# block 1

==> block_1/detail.png <==
Window x 159 to 189, y 43 to 73 um. Cells in grey, sequential cells in the stronger grey; small squares are vias.
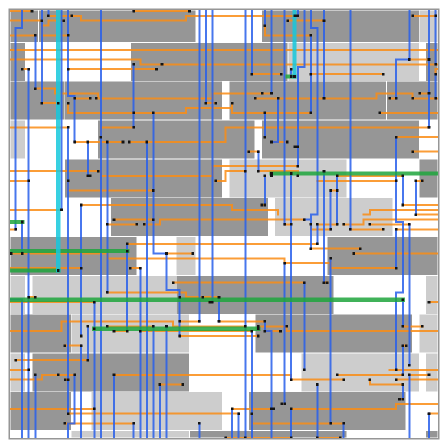

[src/rtl/avalon_st_sink_mm_reader.sv]
// Avalon-ST sink that frames incoming beats into a FIFO, plus an Avalon-MM slave
// that lets a host pop beats, read framing/status flags and the completed-packet count.
module avalon_st_sink_mm_reader #(
   parameter int DATA_WIDTH    = 32,
   parameter int ERROR_WIDTH   = 2,
   parameter int ADDRESS_WIDTH = 8,
   parameter int DEPTH         = 16
) (
   input  logic                     Clk_CI,
   input  logic                     Reset_RBI,
   output logic                     StReady_SO,
   input  logic                     StValid_SI,
   input  logic                     StSop_SI,
   input  logic                     StEop_SI,
   input  logic                     StEmpty_SI,
   input  logic [ERROR_WIDTH-1:0]   StError_SI,
   input  logic [DATA_WIDTH-1:0]    StData_DI,
   input  logic [ADDRESS_WIDTH-1:0] MmAddress_DI,
   input  logic                     MmRead_SI,
   input  logic                     MmWrite_SI,
   input  logic [DATA_WIDTH-1:0]    MmWritedata_DI,
   output logic [DATA_WIDTH-1:0]    MmReaddata_DO,
   output logic                     MmWaitrequest_SO
);

   localparam int PTR_W   = $clog2(DEPTH);
   localparam int LVL_W   = PTR_W + 1;
   localparam int ENTRY_W = ERROR_WIDTH + 3 + DATA_WIDTH;
   localparam logic [LVL_W-1:0] DEPTH_L  = LVL_W'(DEPTH);
   localparam logic [LVL_W-1:0] LVL_ONE  = LVL_W'(1);
   localparam logic [LVL_W-1:0] LVL_ZERO = LVL_W'(0);
   localparam logic [PTR_W-1:0] PTR_ONE  = PTR_W'(1);
   localparam logic [PTR_W-1:0] PTR_ZERO = PTR_W'(0);

   typedef enum logic [0:0] {
      ST_IDLE   = 1'b0,
      ST_IN_PKT = 1'b1
   } frame_state_t;

   frame_state_t state_r, state_nxt_s;

   logic [ENTRY_W-1:0]     mem_r [DEPTH];
   logic [PTR_W-1:0]       wr_ptr_r, rd_ptr_r;
   logic [LVL_W-1:0]       level_r;
   logic                   ready_en_r;
   logic                   rd_phase_r, pop_pend_r, unf_pend_r;
   logic [DATA_WIDTH-1:0]  readdata_r;
   logic                   frame_err_r, err_seen_r, underflow_r;
   logic [31:0]            pkt_cnt_r;

   logic [1:0]             addr_s;
   logic                   wr_cycle_s, flush_s, clear_s, pkt_clr_s;
   logic                   st_ready_s, accept_s, push_s, pop_s, rd_start_s;
   logic                   frame_err_set_s, err_seen_set_s, pkt_inc_s, nonempty_s;
   logic [ENTRY_W-1:0]     head_s;
   logic [ERROR_WIDTH-1:0] head_err_s;
   logic [31:0]            status_s;
   logic [DATA_WIDTH-1:0]  rd_mux_s;
   logic                   unused_s;

   assign unused_s   = &{1'b0, MmAddress_DI[ADDRESS_WIDTH-1:2], MmWritedata_DI[DATA_WIDTH-1:2]};
   assign addr_s     = MmAddress_DI[1:0];
   // A read in the same cycle masks any write strobe.
   assign wr_cycle_s = MmWrite_SI & ~MmRead_SI;
   assign flush_s    = wr_cycle_s & (addr_s == 2'd2) & MmWritedata_DI[0];
   assign clear_s    = wr_cycle_s & (addr_s == 2'd2) & MmWritedata_DI[1];
   assign pkt_clr_s  = wr_cycle_s & (addr_s == 2'd3);

   assign nonempty_s = (level_r != LVL_ZERO);
   assign st_ready_s = ready_en_r & (level_r < DEPTH_L) & ~flush_s;
   assign accept_s   = StValid_SI & st_ready_s;
   assign rd_start_s = MmRead_SI & ~rd_phase_r;
   assign pop_s      = rd_phase_r & pop_pend_r & nonempty_s;

   assign head_s     = mem_r[rd_ptr_r];
   assign head_err_s = head_s[ENTRY_W-1 -: ERROR_WIDTH];

   assign StReady_SO       = st_ready_s;
   assign MmWaitrequest_SO = rd_start_s;
   assign MmReaddata_DO    = readdata_r;

   // Framing decisions: which beats are stored and which events are flagged.
   always_comb begin
      state_nxt_s     = state_r;
      push_s          = 1'b0;
      frame_err_set_s = 1'b0;
      pkt_inc_s       = 1'b0;
      if (flush_s) begin
         state_nxt_s = ST_IDLE;
      end else if (accept_s) begin
         case (state_r)
            ST_IDLE: begin
               if (StSop_SI) begin
                  push_s      = 1'b1;
                  pkt_inc_s   = StEop_SI;
                  state_nxt_s = StEop_SI ? ST_IDLE : ST_IN_PKT;
               end else begin
                  frame_err_set_s = 1'b1;
               end
            end
            ST_IN_PKT: begin
               push_s          = 1'b1;
               frame_err_set_s = StSop_SI;
               pkt_inc_s       = StEop_SI;
               state_nxt_s     = StEop_SI ? ST_IDLE : ST_IN_PKT;
            end
            default: state_nxt_s = ST_IDLE;
         endcase
      end else begin
         state_nxt_s = state_r;
      end
   end

   assign err_seen_set_s = push_s & (StError_SI != {ERROR_WIDTH{1'b0}});

   // Status word and read-data selection, from current-cycle state.
   always_comb begin
      status_s        = 32'h0000_0000;
      status_s[0]     = nonempty_s;
      status_s[1]     = nonempty_s & head_s[DATA_WIDTH];
      status_s[2]     = nonempty_s & head_s[DATA_WIDTH+1];
      status_s[3]     = nonempty_s & head_s[DATA_WIDTH+2];
      status_s[5:4]   = nonempty_s ? 2'(head_err_s) : 2'b00;
      status_s[6]     = frame_err_r;
      status_s[7]     = err_seen_r;
      status_s[8]     = underflow_r;
      status_s[9]     = (state_r == ST_IN_PKT);
      status_s[31:16] = 16'(level_r);
      case (addr_s)
         2'd0:    rd_mux_s = nonempty_s ? head_s[DATA_WIDTH-1:0] : {DATA_WIDTH{1'b0}};
         2'd1:    rd_mux_s = DATA_WIDTH'(status_s);
         2'd2:    rd_mux_s = {DATA_WIDTH{1'b0}};
         2'd3:    rd_mux_s = DATA_WIDTH'(pkt_cnt_r);
         default: rd_mux_s = {DATA_WIDTH{1'b0}};
      endcase
   end

   // Beat storage; contents are only meaningful between rd_ptr and wr_ptr.
   always_ff @(posedge Clk_CI) begin
      if (push_s) begin
         mem_r[wr_ptr_r] <= {StError_SI, StEmpty_SI, StEop_SI, StSop_SI, StData_DI};
      end
   end

   // FIFO pointers, fill level and framing state.
   always_ff @(posedge Clk_CI or negedge Reset_RBI) begin
      if (!Reset_RBI) begin
         wr_ptr_r   <= PTR_ZERO;
         rd_ptr_r   <= PTR_ZERO;
         level_r    <= LVL_ZERO;
         state_r    <= ST_IDLE;
         ready_en_r <= 1'b0;
      end else begin
         state_r    <= state_nxt_s;
         ready_en_r <= 1'b1;
         if (flush_s) begin
            wr_ptr_r <= PTR_ZERO;
            rd_ptr_r <= PTR_ZERO;
            level_r  <= LVL_ZERO;
         end else begin
            if (push_s) wr_ptr_r <= wr_ptr_r + PTR_ONE;
            if (pop_s)  rd_ptr_r <= rd_ptr_r + PTR_ONE;
            case ({push_s, pop_s})
               2'b10:   level_r <= level_r + LVL_ONE;
               2'b01:   level_r <= level_r - LVL_ONE;
               default: level_r <= level_r;
            endcase
         end
      end
   end

   // Two-cycle read: capture in the stall cycle, pop/underflow take effect at the end of the second.
   always_ff @(posedge Clk_CI or negedge Reset_RBI) begin
      if (!Reset_RBI) begin
         rd_phase_r <= 1'b0;
         pop_pend_r <= 1'b0;
         unf_pend_r <= 1'b0;
         readdata_r <= {DATA_WIDTH{1'b0}};
      end else begin
         rd_phase_r <= rd_start_s;
         if (rd_start_s) begin
            readdata_r <= rd_mux_s;
            pop_pend_r <= (addr_s == 2'd0) & nonempty_s;
            unf_pend_r <= (addr_s == 2'd0) & ~nonempty_s;
         end
      end
   end

   // Sticky flags (a new event beats a clear) and the packet counter.
   always_ff @(posedge Clk_CI or negedge Reset_RBI) begin
      if (!Reset_RBI) begin
         frame_err_r <= 1'b0;
         err_seen_r  <= 1'b0;
         underflow_r <= 1'b0;
         pkt_cnt_r   <= 32'h0000_0000;
      end else begin
         frame_err_r <= frame_err_set_s | (frame_err_r & ~clear_s);
         err_seen_r  <= err_seen_set_s | (err_seen_r & ~clear_s);
         underflow_r <= (rd_phase_r & unf_pend_r) | (underflow_r & ~clear_s);
         if (pkt_clr_s) begin
            pkt_cnt_r <= 32'h0000_0000;
         end else if (pkt_inc_s) begin
            pkt_cnt_r <= pkt_cnt_r + 32'h0000_0001;
         end
      end
   end

endmodule

[config.mk]
export PLATFORM = sky130hd
export DESIGN_NAME = avalon_st_sink_mm_reader
export DESIGN_NICKNAME = d
export VERILOG_FILES = /design/src/rtl/avalon_st_sink_mm_reader.sv
export SDC_FILE = /design/constraint.sdc
export NUM_CORES = 1
export LEC_CHECK = 0
export CAP_MARGIN = 20
export CORE_MARGIN = 8
export CORE_UTILIZATION = 57
export DETAILED_ROUTE_END_ITERATION = 10
export PLACE_DENSITY = 0.77
export REMOVE_ABC_BUFFERS = 1
export SLEW_MARGIN = 0
export SYNTH_ARGS = -nofsm -noshare
export SYNTH_HDL_FRONTEND = slang
export SYNTH_SLANG_ARGS = --single-unit
[constraint.sdc]
create_clock -name Clk_CI -period 9.1 [get_ports Clk_CI]
set_input_delay 1.365 -clock Clk_CI [delete_from_list [all_inputs] [get_ports Clk_CI]]
set_output_delay 1.365 -clock Clk_CI [all_outputs]
set_load 0.02 [all_outputs]
# block 2

## config.mk

```make
export PLATFORM = sky130hd
export DESIGN_NAME = clk_step_controller_flat
export DESIGN_NICKNAME = d
export VERILOG_FILES = /design/src/rtl/clk_step_controller_if.sv /design/src/rtl/clk_step_controller.sv /design/src/flat_wrapper.sv
export SDC_FILE = /design/constraint.sdc
export NUM_CORES = 1
export LEC_CHECK = 0
export ABC_CLOCK_PERIOD_IN_PS = 4600
export CELL_PAD_IN_SITES_DETAIL_PLACEMENT = 0
export CELL_PAD_IN_SITES_GLOBAL_PLACEMENT = 1
export CORE_MARGIN = 4
export CORE_UTILIZATION = 49
export DETAILED_ROUTE_END_ITERATION = 8
export GPL_TIMING_DRIVEN = 0
export PLACE_DENSITY = 0.94
export SYNTH_ARGS = -nofsm -noshare
export SYNTH_HDL_FRONTEND = slang
export SYNTH_SLANG_ARGS = --single-unit
```

## constraint.sdc

```tcl
create_clock -name clkin -period 4.6 [get_ports clkin]
set_input_delay 0.46 -clock clkin [delete_from_list [all_inputs] [get_ports clkin]]
set_output_delay 0.46 -clock clkin [all_outputs]
set_load 0.01 [all_outputs]
```

## src/rtl/clk_step_controller_if.sv

```systemverilog
// rtl/clk_step_controller_if.sv - run/step/halt request and cpu tick bundle for clk_step_controller
// Ports (signals):
//   run        level request for free-running ticks (asynchronous source)
//   step       single-step request, rising edge significant (asynchronous source)
//   halt       synchronous CPU halt indication, level
//   cpu_en     one-cycle clock-enable pulse for the CPU datapath
//   tick_count number of cpu_en pulses since reset, wraps at 16 bits
//   state      controller state: 00 idle, 01 run, 10 step, 11 halt
// master drives the requests and observes the controller; slave is the controller.
interface clk_step_controller_if;
    logic        run;
    logic        step;
    logic        halt;
    logic        cpu_en;
    logic [15:0] tick_count;
    logic [1:0]  state;

    modport master (
        output run, step, halt,
        input  cpu_en, tick_count, state
    );

    modport slave (
        input  run, step, halt,
        output cpu_en, tick_count, state
    );
endinterface

```

## src/rtl/clk_step_controller.sv

```systemverilog
// rtl/clk_step_controller.sv - run/single-step CPU clock-enable generator with halt
// Ports:
//   clkin  system clock, all state updates on the rising edge
//   reset  asynchronous active-low reset
//   bus    clk_step_controller_if.slave: run/step/halt in, cpu_en/tick_count/state out
// Parameters:
//   IN_CLK_FRQ   clkin frequency in Hz
//   OUT_CLK_FRQ  CPU tick rate in Hz; IN_CLK_FRQ/OUT_CLK_FRQ must be at least 2
module clk_step_controller #(
    parameter int IN_CLK_FRQ  = 1000000,
    parameter int OUT_CLK_FRQ = 10
) (
    input  logic                  clkin,
    input  logic                  reset,
    clk_step_controller_if.slave  bus
);

    localparam logic [31:0] PERIOD = 32'(IN_CLK_FRQ / OUT_CLK_FRQ);
    localparam logic [31:0] LAST   = PERIOD - 32'd1;

    typedef enum logic [1:0] {
        S_IDLE = 2'b00,
        S_RUN  = 2'b01,
        S_STEP = 2'b10,
        S_HALT = 2'b11
    } state_t;

    logic        run_s1, run_s2;
    logic        step_s1, step_s2, step_d;
    state_t      state_q, state_n;
    logic [31:0] cnt_q, cnt_n;
    logic        cpu_en_q, cpu_en_n;
    logic [15:0] tick_q;
    logic        step_edge;
    logic        wrap;

    // Two-flop synchronizers for the asynchronous switch/button inputs, plus
    // one extra flop on step so its rising edge is seen for exactly one cycle.
    always_ff @(posedge clkin or negedge reset) begin
        if (!reset) begin
            run_s1  <= 1'b0;
            run_s2  <= 1'b0;
            step_s1 <= 1'b0;
            step_s2 <= 1'b0;
            step_d  <= 1'b0;
        end else begin
            run_s1  <= bus.run;
            run_s2  <= run_s1;
            step_s1 <= bus.step;
            step_s2 <= step_s1;
            step_d  <= step_s2;
        end
    end

    assign step_edge = step_s2 & ~step_d;
    assign wrap      = (cnt_q == LAST);

    always_ff @(posedge clkin or negedge reset) begin
        if (!reset) begin
            state_q  <= S_IDLE;
            cnt_q    <= 32'd0;
            cpu_en_q <= 1'b0;
            tick_q   <= 16'd0;
        end else begin
            state_q  <= state_n;
            cnt_q    <= cnt_n;
            cpu_en_q <= cpu_en_n;
            if (cpu_en_n) begin
                tick_q <= tick_q + 16'd1;
            end
        end
    end

    // The counter is zero whenever a state is entered: every transition below
    // also clears it, so the first pulse lands PERIOD edges after entry.
    always_comb begin
        state_n  = state_q;
        cnt_n    = cnt_q;
        cpu_en_n = 1'b0;
        if (bus.halt) begin
            // Halt beats everything, including a wrap on this same edge.
            state_n = S_HALT;
            cnt_n   = 32'd0;
        end else begin
            unique case (state_q)
                S_IDLE: begin
                    cnt_n = 32'd0;
                    if (run_s2) begin
                        state_n = S_RUN;
                    end else if (step_edge) begin
                        state_n = S_STEP;
                    end
                end
                S_RUN: begin
                    if (!run_s2) begin
                        // Dropping run abandons a pending wrap: no pulse.
                        state_n = S_IDLE;
                        cnt_n   = 32'd0;
                    end else if (wrap) begin
                        cpu_en_n = 1'b1;
                        cnt_n    = 32'd0;
                    end else begin
                        cnt_n = cnt_q + 32'd1;
                    end
                end
                S_STEP: begin
                    if (wrap) begin
                        cpu_en_n = 1'b1;
                        cnt_n    = 32'd0;
                        state_n  = run_s2 ? S_RUN : S_IDLE;
                    end else begin
                        cnt_n = cnt_q + 32'd1;
                    end
                end
                S_HALT: begin
                    cnt_n = 32'd0;
                end
                default: begin
                    state_n = S_IDLE;
                    cnt_n   = 32'd0;
                end
            endcase
        end
    end

    assign bus.cpu_en     = cpu_en_q;
    assign bus.tick_count = tick_q;
    assign bus.state      = state_q;

endmodule

```

## src/flat_wrapper.sv

```systemverilog
// flat-port wrapper written by rule: the top's interface ports become plain ports
module clk_step_controller_flat 
#(
    parameter int IN_CLK_FRQ  = 1000000,
    parameter int OUT_CLK_FRQ = 10
)
  (clkin, reset, bus_run, bus_step, bus_halt, bus_cpu_en, bus_tick_count, bus_state);
  clk_step_controller_if bus_i ();
  input  logic clkin;
  input  logic reset;
  input wire logic [$bits(bus_i.run)-1:0] bus_run;
  input wire logic [$bits(bus_i.step)-1:0] bus_step;
  input wire logic [$bits(bus_i.halt)-1:0] bus_halt;
  output wire logic [$bits(bus_i.cpu_en)-1:0] bus_cpu_en;
  output wire logic [$bits(bus_i.tick_count)-1:0] bus_tick_count;
  output wire logic [$bits(bus_i.state)-1:0] bus_state;
  assign bus_i.run = bus_run;
  assign bus_i.step = bus_step;
  assign bus_i.halt = bus_halt;
  assign bus_cpu_en = bus_i.cpu_en;
  assign bus_tick_count = bus_i.tick_count;
  assign bus_state = bus_i.state;
  clk_step_controller #(.IN_CLK_FRQ(IN_CLK_FRQ), .OUT_CLK_FRQ(OUT_CLK_FRQ)) u_core (.clkin(clkin), .reset(reset), .bus(bus_i));
endmodule
```

# block 3

[src/rtl/gnr_node_lanes.sv]
// Purpose : per-lane gene-regulatory node update with a clock-divided step and a network stability counter.
// Latency : 1 cycle from start[i] to the updated s[i] and the upd[i] pulse.
// Backpressure: none; every start is consumed in the cycle it is presented.
//
// Ports:
//   clk, rst            - single clock, synchronous active-high reset
//   reset_nos/init_state- network re-initialise strobe and the value loaded into every lane
//   start, in_a, in_b   - per-lane step request and the two regulator inputs
//   mode                - update function: 00 majority, 01 AND, 10 OR, 11 buffer
//   div_cfg             - update period in accepted starts (0 and 1 both mean every start)
//   stable_thr          - threshold for the stable flag
//   s, upd              - registered lane states and one-cycle "lane updated" pulses
//   stable_cnt, stable  - consecutive no-change step count and (stable_cnt >= stable_thr)
module gnr_node_lanes #(
    parameter int LANES    = 2,
    parameter int DIV_W    = 2,
    parameter int STABLE_W = 8
) (
    input  logic                clk,
    input  logic                rst,
    input  logic                reset_nos,
    input  logic                init_state,
    input  logic [LANES-1:0]    start,
    input  logic [LANES-1:0]    in_a,
    input  logic [LANES-1:0]    in_b,
    input  logic [1:0]          mode,
    input  logic [DIV_W-1:0]    div_cfg,
    input  logic [STABLE_W-1:0] stable_thr,
    output logic [LANES-1:0]    s,
    output logic [LANES-1:0]    upd,
    output logic [STABLE_W-1:0] stable_cnt,
    output logic                stable
);

    logic [LANES-1:0]            s_q, s_d;
    logic [LANES-1:0]            upd_q, upd_d;
    logic [LANES-1:0][DIV_W-1:0] ph_q, ph_d;
    logic [STABLE_W-1:0]         stable_cnt_q, stable_cnt_d;

    logic [LANES-1:0]            f_vec;   // candidate next state for every lane
    logic [LANES-1:0]            acc;     // lanes that update this cycle
    logic [DIV_W-1:0]            div_m1;  // last phase value before wrapping

    // The update function is bitwise, so it is evaluated for all lanes at once.
    always_comb begin
        f_vec = '0;
        case (mode)
            2'b00:   f_vec = (in_a & in_b) | (s_q & (in_a | in_b));
            2'b01:   f_vec = in_a & in_b;
            2'b10:   f_vec = in_a | in_b;
            default: f_vec = in_a;
        endcase
    end

    // div_cfg of 0 behaves like 1: the phase never leaves 0.
    assign div_m1 = (div_cfg == '0) ? '0 : div_cfg - 1'b1;

    always_comb begin
        s_d          = s_q;
        upd_d        = '0;
        ph_d         = ph_q;
        stable_cnt_d = stable_cnt_q;
        acc          = '0;

        for (int i = 0; i < LANES; i++) begin
            acc[i] = start[i] && (ph_q[i] == '0);
        end

        if (reset_nos) begin
            s_d          = {LANES{init_state}};
            ph_d         = '0;
            stable_cnt_d = '0;
        end else begin
            // Any start advances the phase; using >= makes a reduced div_cfg wrap at once.
            for (int i = 0; i < LANES; i++) begin
                if (start[i]) begin
                    ph_d[i] = (ph_q[i] >= div_m1) ? '0 : ph_q[i] + 1'b1;
                end
            end

            s_d   = (s_q & ~acc) | (f_vec & acc);
            upd_d = acc;

            if (|acc) begin
                if (|((f_vec ^ s_q) & acc)) begin
                    stable_cnt_d = '0;
                end else if (stable_cnt_q != {STABLE_W{1'b1}}) begin
                    stable_cnt_d = stable_cnt_q + 1'b1;
                end
            end
        end
    end

    always_ff @(posedge clk) begin
        if (rst) begin
            s_q          <= '0;
            upd_q        <= '0;
            ph_q         <= '0;
            stable_cnt_q <= '0;
        end else begin
            s_q          <= s_d;
            upd_q        <= upd_d;
            ph_q         <= ph_d;
            stable_cnt_q <= stable_cnt_d;
        end
    end

    assign s          = s_q;
    assign upd        = upd_q;
    assign stable_cnt = stable_cnt_q;
    assign stable     = (stable_cnt_q >= stable_thr);

endmodule
[config.mk]
export PLATFORM = sky130hd
export DESIGN_NAME = gnr_node_lanes
export DESIGN_NICKNAME = d
export VERILOG_FILES = /design/src/rtl/gnr_node_lanes.sv
export SDC_FILE = /design/constraint.sdc
export NUM_CORES = 1
export LEC_CHECK = 0
export ABC_AREA = 1
export CAP_MARGIN = 20
export CORE_ASPECT_RATIO = 1.2
export CORE_MARGIN = 2
export CORE_UTILIZATION = 44
export CTS_CLUSTER_SIZE = 16
export DETAILED_ROUTE_END_ITERATION = 7
export PLACE_DENSITY = 0.73
export REMOVE_ABC_BUFFERS = 1
export SLEW_MARGIN = 20
export SYNTH_ARGS = -nofsm -noshare
export SYNTH_HDL_FRONTEND = slang
export SYNTH_SLANG_ARGS = --single-unit
[constraint.sdc]
create_clock -name clk -period 1.5 [get_ports clk]
set_input_delay 0.3 -clock clk [delete_from_list [all_inputs] [get_ports clk]]
set_output_delay 0.3 -clock clk [all_outputs]
set_load 0.01 [all_outputs]

==> layout pictures side by side <==
Cells by drive strength.
(a)
Bar = 20 um.
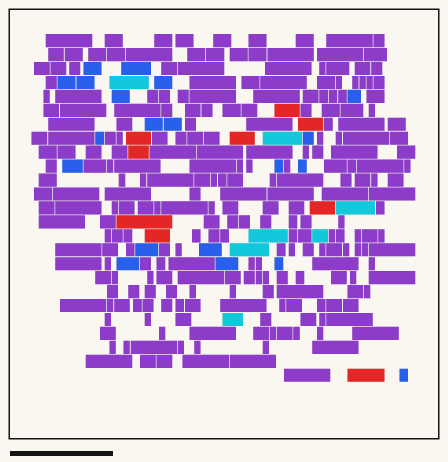
(b)
Bar = 50 um.
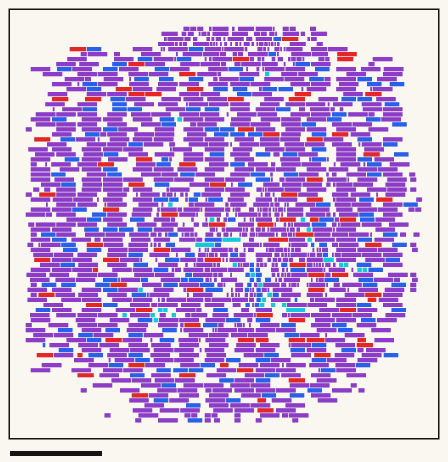
(c)
Bar = 20 um.
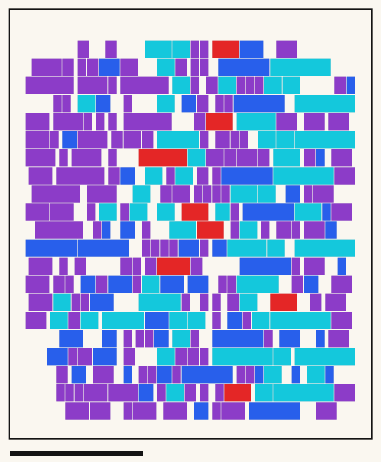
block 3: (c)
block 1: (b)
block 2: (a)

Key to (b):
Key: _2 cells = blue [cells 218, share 15%, most used mux4_2]; _3 and _4 cells = cyan [cells 30, share 2.1%, most used buf_4]; _0 and _1 cells = purple [cells 1118, share 77%, most used edfxtp_1]; _6 and larger = red [cells 83, share 5.7%, most used clkbuf_16]

==> block_1/clocks.png <==
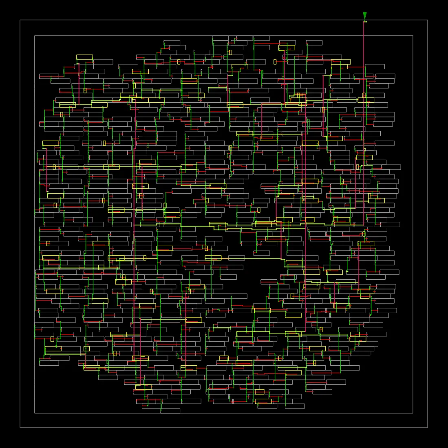
Clk Latency, worst-skew pair: 0.59 ns
Flops: 677
clk_skew: 0.0216 ns
clk sink count: 677
clock group power: 2610 uW

## Picture notes: block_1/detail.png
Key: metal 3 = green; metal 4 = cyan; metal 1 = orange; metal 2 = blue
Netlist names of flops here include mem_r (15). 23 logic cells have their middle in the window. Most frequent: edfxtp_1 (15), mux4_2 (4), clkbuf_16 (2). Sequential cells in the window: 15.

==> ci_impl_report.md, block 1 <==
## PnR job results

| Metric | Value |
|---|---|
| Final Cell Area | `0.0302 mm2` |
| IO Count | `116` |
| Kind of cell adding the most delay to the critical path | `buffers and inverters` |
| Met1 WL | `23300 um` |
| Status | `completed` |
| Setup slack after layout | `3.46 ns` |
| Non-Filler Instances | `2058` |
| Chip Area, Yosys | `0.0266 mm2` |
| Final Wtd Congestion | `0.812` |
| Leakage | `0.00985 uW` |
| Synth area leaders | `edfxtp_1, mux4_2, dfrtp_1` |
| Xor/xnor share | `1.22%` |
| Antenna Nets Post-Route | `0` |
| FF-to-FF setup slack | `5.75 ns` |
| CP Class | `primary input to output port` |
| FP Util | `57.5%` |
## block 1: power by group
part           internal (uW)  switching, uW  leakage [uW]  total [uW]
clock                   1520           1090       0.00100        2610
sequential              3520            248       0.00645        3770
combinational           1040            898       0.00240        1940
## block 1: cell type report
class | count | area (um2) | share of cell area (%)
Sequential cell | 677 | 19900 | 66.0
Multi-Input combinational cell | 513 | 6260 | 20.7
Clock buffer | 101 | 1940 | 6.42
Timing Repair Buffer | 107 | 1050 | 3.48
Tap cell | 607 | 759 | 2.52
Inverter | 36 | 135 | 0.448
Clock inverter | 15 | 121 | 0.402
Antenna cell | 2 | 5.00 | 0.0166
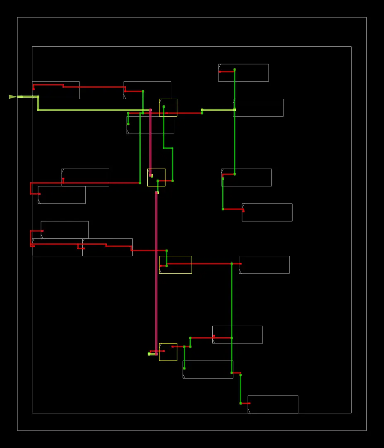
(block_3/clocks.png)
Flops: 16
CTS buffer count: 3
clock buf count: 4

==> block_3/detail.png <==
Window x 24 to 54, y 1 to 31 um. Cells in grey, sequential cells in the stronger grey; small squares are vias.
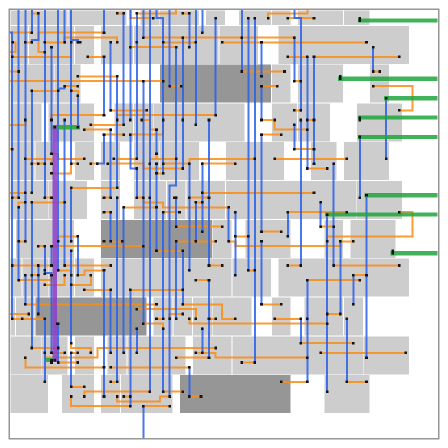
Key: metal 4 = purple; metal 3 = green; metal 2 = blue; metal 1 = orange
Netlist names of flops here include stable_cnt (4). 73 logic cells have their middle in the window. Sequential cells in the window: 4. Most frequent: buf_4 (11), nor2_1 (7), dlygate4sd2_1 (7).

==> ci_impl_report.md, block 3 <==
## PnR job results

| Metric | Value |
|---|---|
| IO Count | `35` |
| CTS resizes | `65` |
| Finish-stage setup viols | `9` |
| Crit path required time | `1.20 ns` |
| Placed standard-cell area | `0.00195 mm2` |
| # DRC | `0` |
| Failing checks | `setup timing` |
| WHS | `0.479 ns` |
| Grt total ovfl | `0` |
| Setup WS pre-CTS | `-0.842 ns` |
| Crit-path slowest cell | `dfxtp_2` |
| Status | `finished, violations left` |
| Hold path start | `ph_q[0]` |
| Sum of negative setup slack | `-0.933 ns` |
| Post-synth mux share | `0%` |
| Syn_area_per_cell | `6.69 um2` |
| Final non-clock buffer share | `28.2%` |
| Clk root buf | `clkbuf_4` |
| Setup slack after layout | `-0.194 ns` |
| Clk buf depth | `2` |
| Critical path depth | `6` |
| Leakage | `0.00116 uW` |
| Non-CTS buffers | `73` |
| Seq area share | `14.5%` |
block 3: cells in the mapped netlist (all sizes together):
cell	n	area share, %
nor2	21	6.1
a211oi	2	1.1
nand3b	1	0.56
inv	42	12
or2	3	1.4
dfxtp	16	24
nor3	2	1.5
o21bai	1	0.56
nand3	26	14
ha	15	14
xor2	1	0.65
a21oi	15	5.6
nand4	2	0.94
o2111ai	1	0.65
nand2	45	14
o21ai	7	2.6
block 3: where the power goes:
group | switching, uW | internal [uW]
clock network | 166 | 148
logic | 220 | 225
registers | 14.0 | 442
total | 399 | 815
==> block_2/detail.png <==
Window x 48 to 78, y 6 to 36 um. Cells in grey, sequential cells in the stronger grey; small squares are vias.
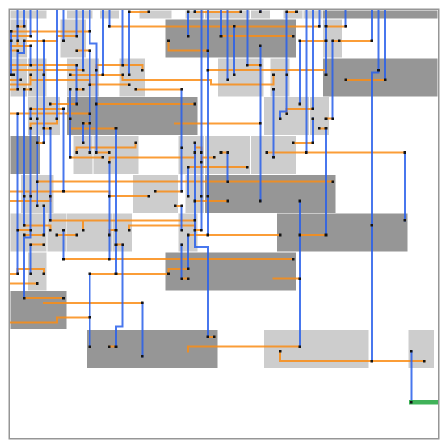
Key: metal 2 = blue; metal 3 = green; metal 1 = orange
Sequential cells in the window: 7. Most frequent: nor2_1 (9), dfrtp_1 (7), xnor2_1 (5). 35 logic cells have their middle in the window. Netlist names of flops here include u_core.cnt_q (7).

==> ci_impl_report.md, block 2 <==
## PnR job results

| Metric | Value |
|---|---|
| Htree depth | `2` |
| Total core area | `0.00551 mm2` |
| Status | `completed` |
| Startpoint Class | `register` |
| Critical path depth | `8` |
| Kind of cell adding the most delay to the critical path | `simple AND/OR/NAND/NOR gates` |
| Min-Delay Path Class | `primary input to async pin` |
| CP bufs+invs | `3` |
| CTS tree | `yes` |
| Flops | `56` |
| Max layer used | `met4` |
| Critical Path Fanout Max | `10` |
| GR Util met2 | `26.0%` |
| Final non-clock buffer share | `8.63%` |
| Most frequent cells in the layout | `dfrtp_1, nor2_1, xnor2_1` |
| Xor/xnor share | `14.4%` |
| Input/output buffers | `23` |
| Post-synth regs | `56` |
| Clk buf depth | `2` |
| Commonest cells post-synth | `dfrtp_1, nor2_1, xnor2_1` |
| Met1 WL | `2430 um` |
| RSZ-0062 raised after global routing | `no` |
| CTS resizes | `0` |
| Final slew viol count | `0` |
| Total GRT Usage | `15.4%` |
| Combinational gate area | `0.00133 mm2` |
| Area Overhead vs Synth | `16.4%` |
| Yosys aoi share | `1.93%` |
| Leakage | `0.00137 uW` |
| FMAX | `420 MHz` |
| Largest class | `flip-flops and latches` |
| IO Count | `24` |
| Adder Share, Synth | `2.24%` |
| Post-synth EDFFs | `0` |
| Post-synth ARST share | `100%` |
| Top_reg_cell synth | `dfrtp_1` |
| Mapped Nets | `267` |
| Final Wtd Congestion | `0.751` |
| Via/cell ratio | `5.32` |
| Antenna Nets Post-Route | `0` |
| Initial DRC Count | `66` |
| Yosys simple share | `28.0%` |
| Chip area | `0.00697 mm2` |
| Fin crit period | `2.38 ns` |
-- block 2: metrics by stage --
step	hold WS, ns	setup WS, ns	util [%]
after floorplan	0.164	2.41	-
after global placement	0.331	1.37	56.5
after detailed placement	0.340	2.07	56.8
after CTS	0.151	2.20	59.0
after global routing	0.177	2.08	59.0
final	0.139	2.22	59.0
-- block 2: report_power, final --
| group | leakage (uW) | internal, uW | switching [uW] | total, uW |
|---|---|---|---|---|
| Clock | 0.0000614 | 178 | 157 | 335 |
| Sequential | 0.000760 | 504 | 11.6 | 516 |
| Combinational | 0.000544 | 66.4 | 96.6 | 163 |


## Gallery

Sequential cells coloured by netlist name.
Plate I
Bar = 20 um. Other sequential cells in the stronger grey, the rest of the logic in the fainter grey.
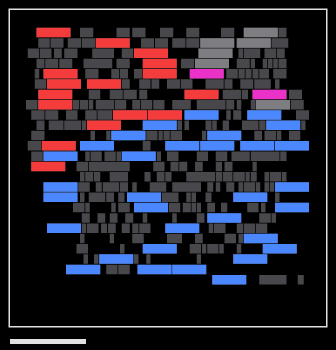
Plate II
Bar = 50 um. Other sequential cells in the stronger grey, the rest of the logic in the fainter grey.
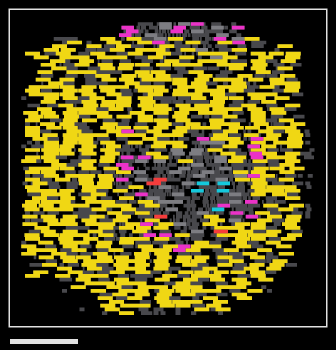
Plate III
Bar = 20 um. Other sequential cells in the stronger grey, the rest of the logic in the fainter grey.
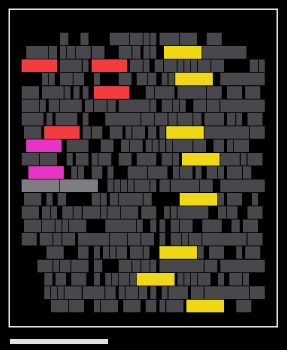
| picture | from |
|---|---|
| Plate I | block 2 |
| Plate II | block 1 |
| Plate III | block 3 |
The one with the fewest cells is Plate III.
The one with the smallest die is Plate III.

Power and IR drop assume default switching activity.
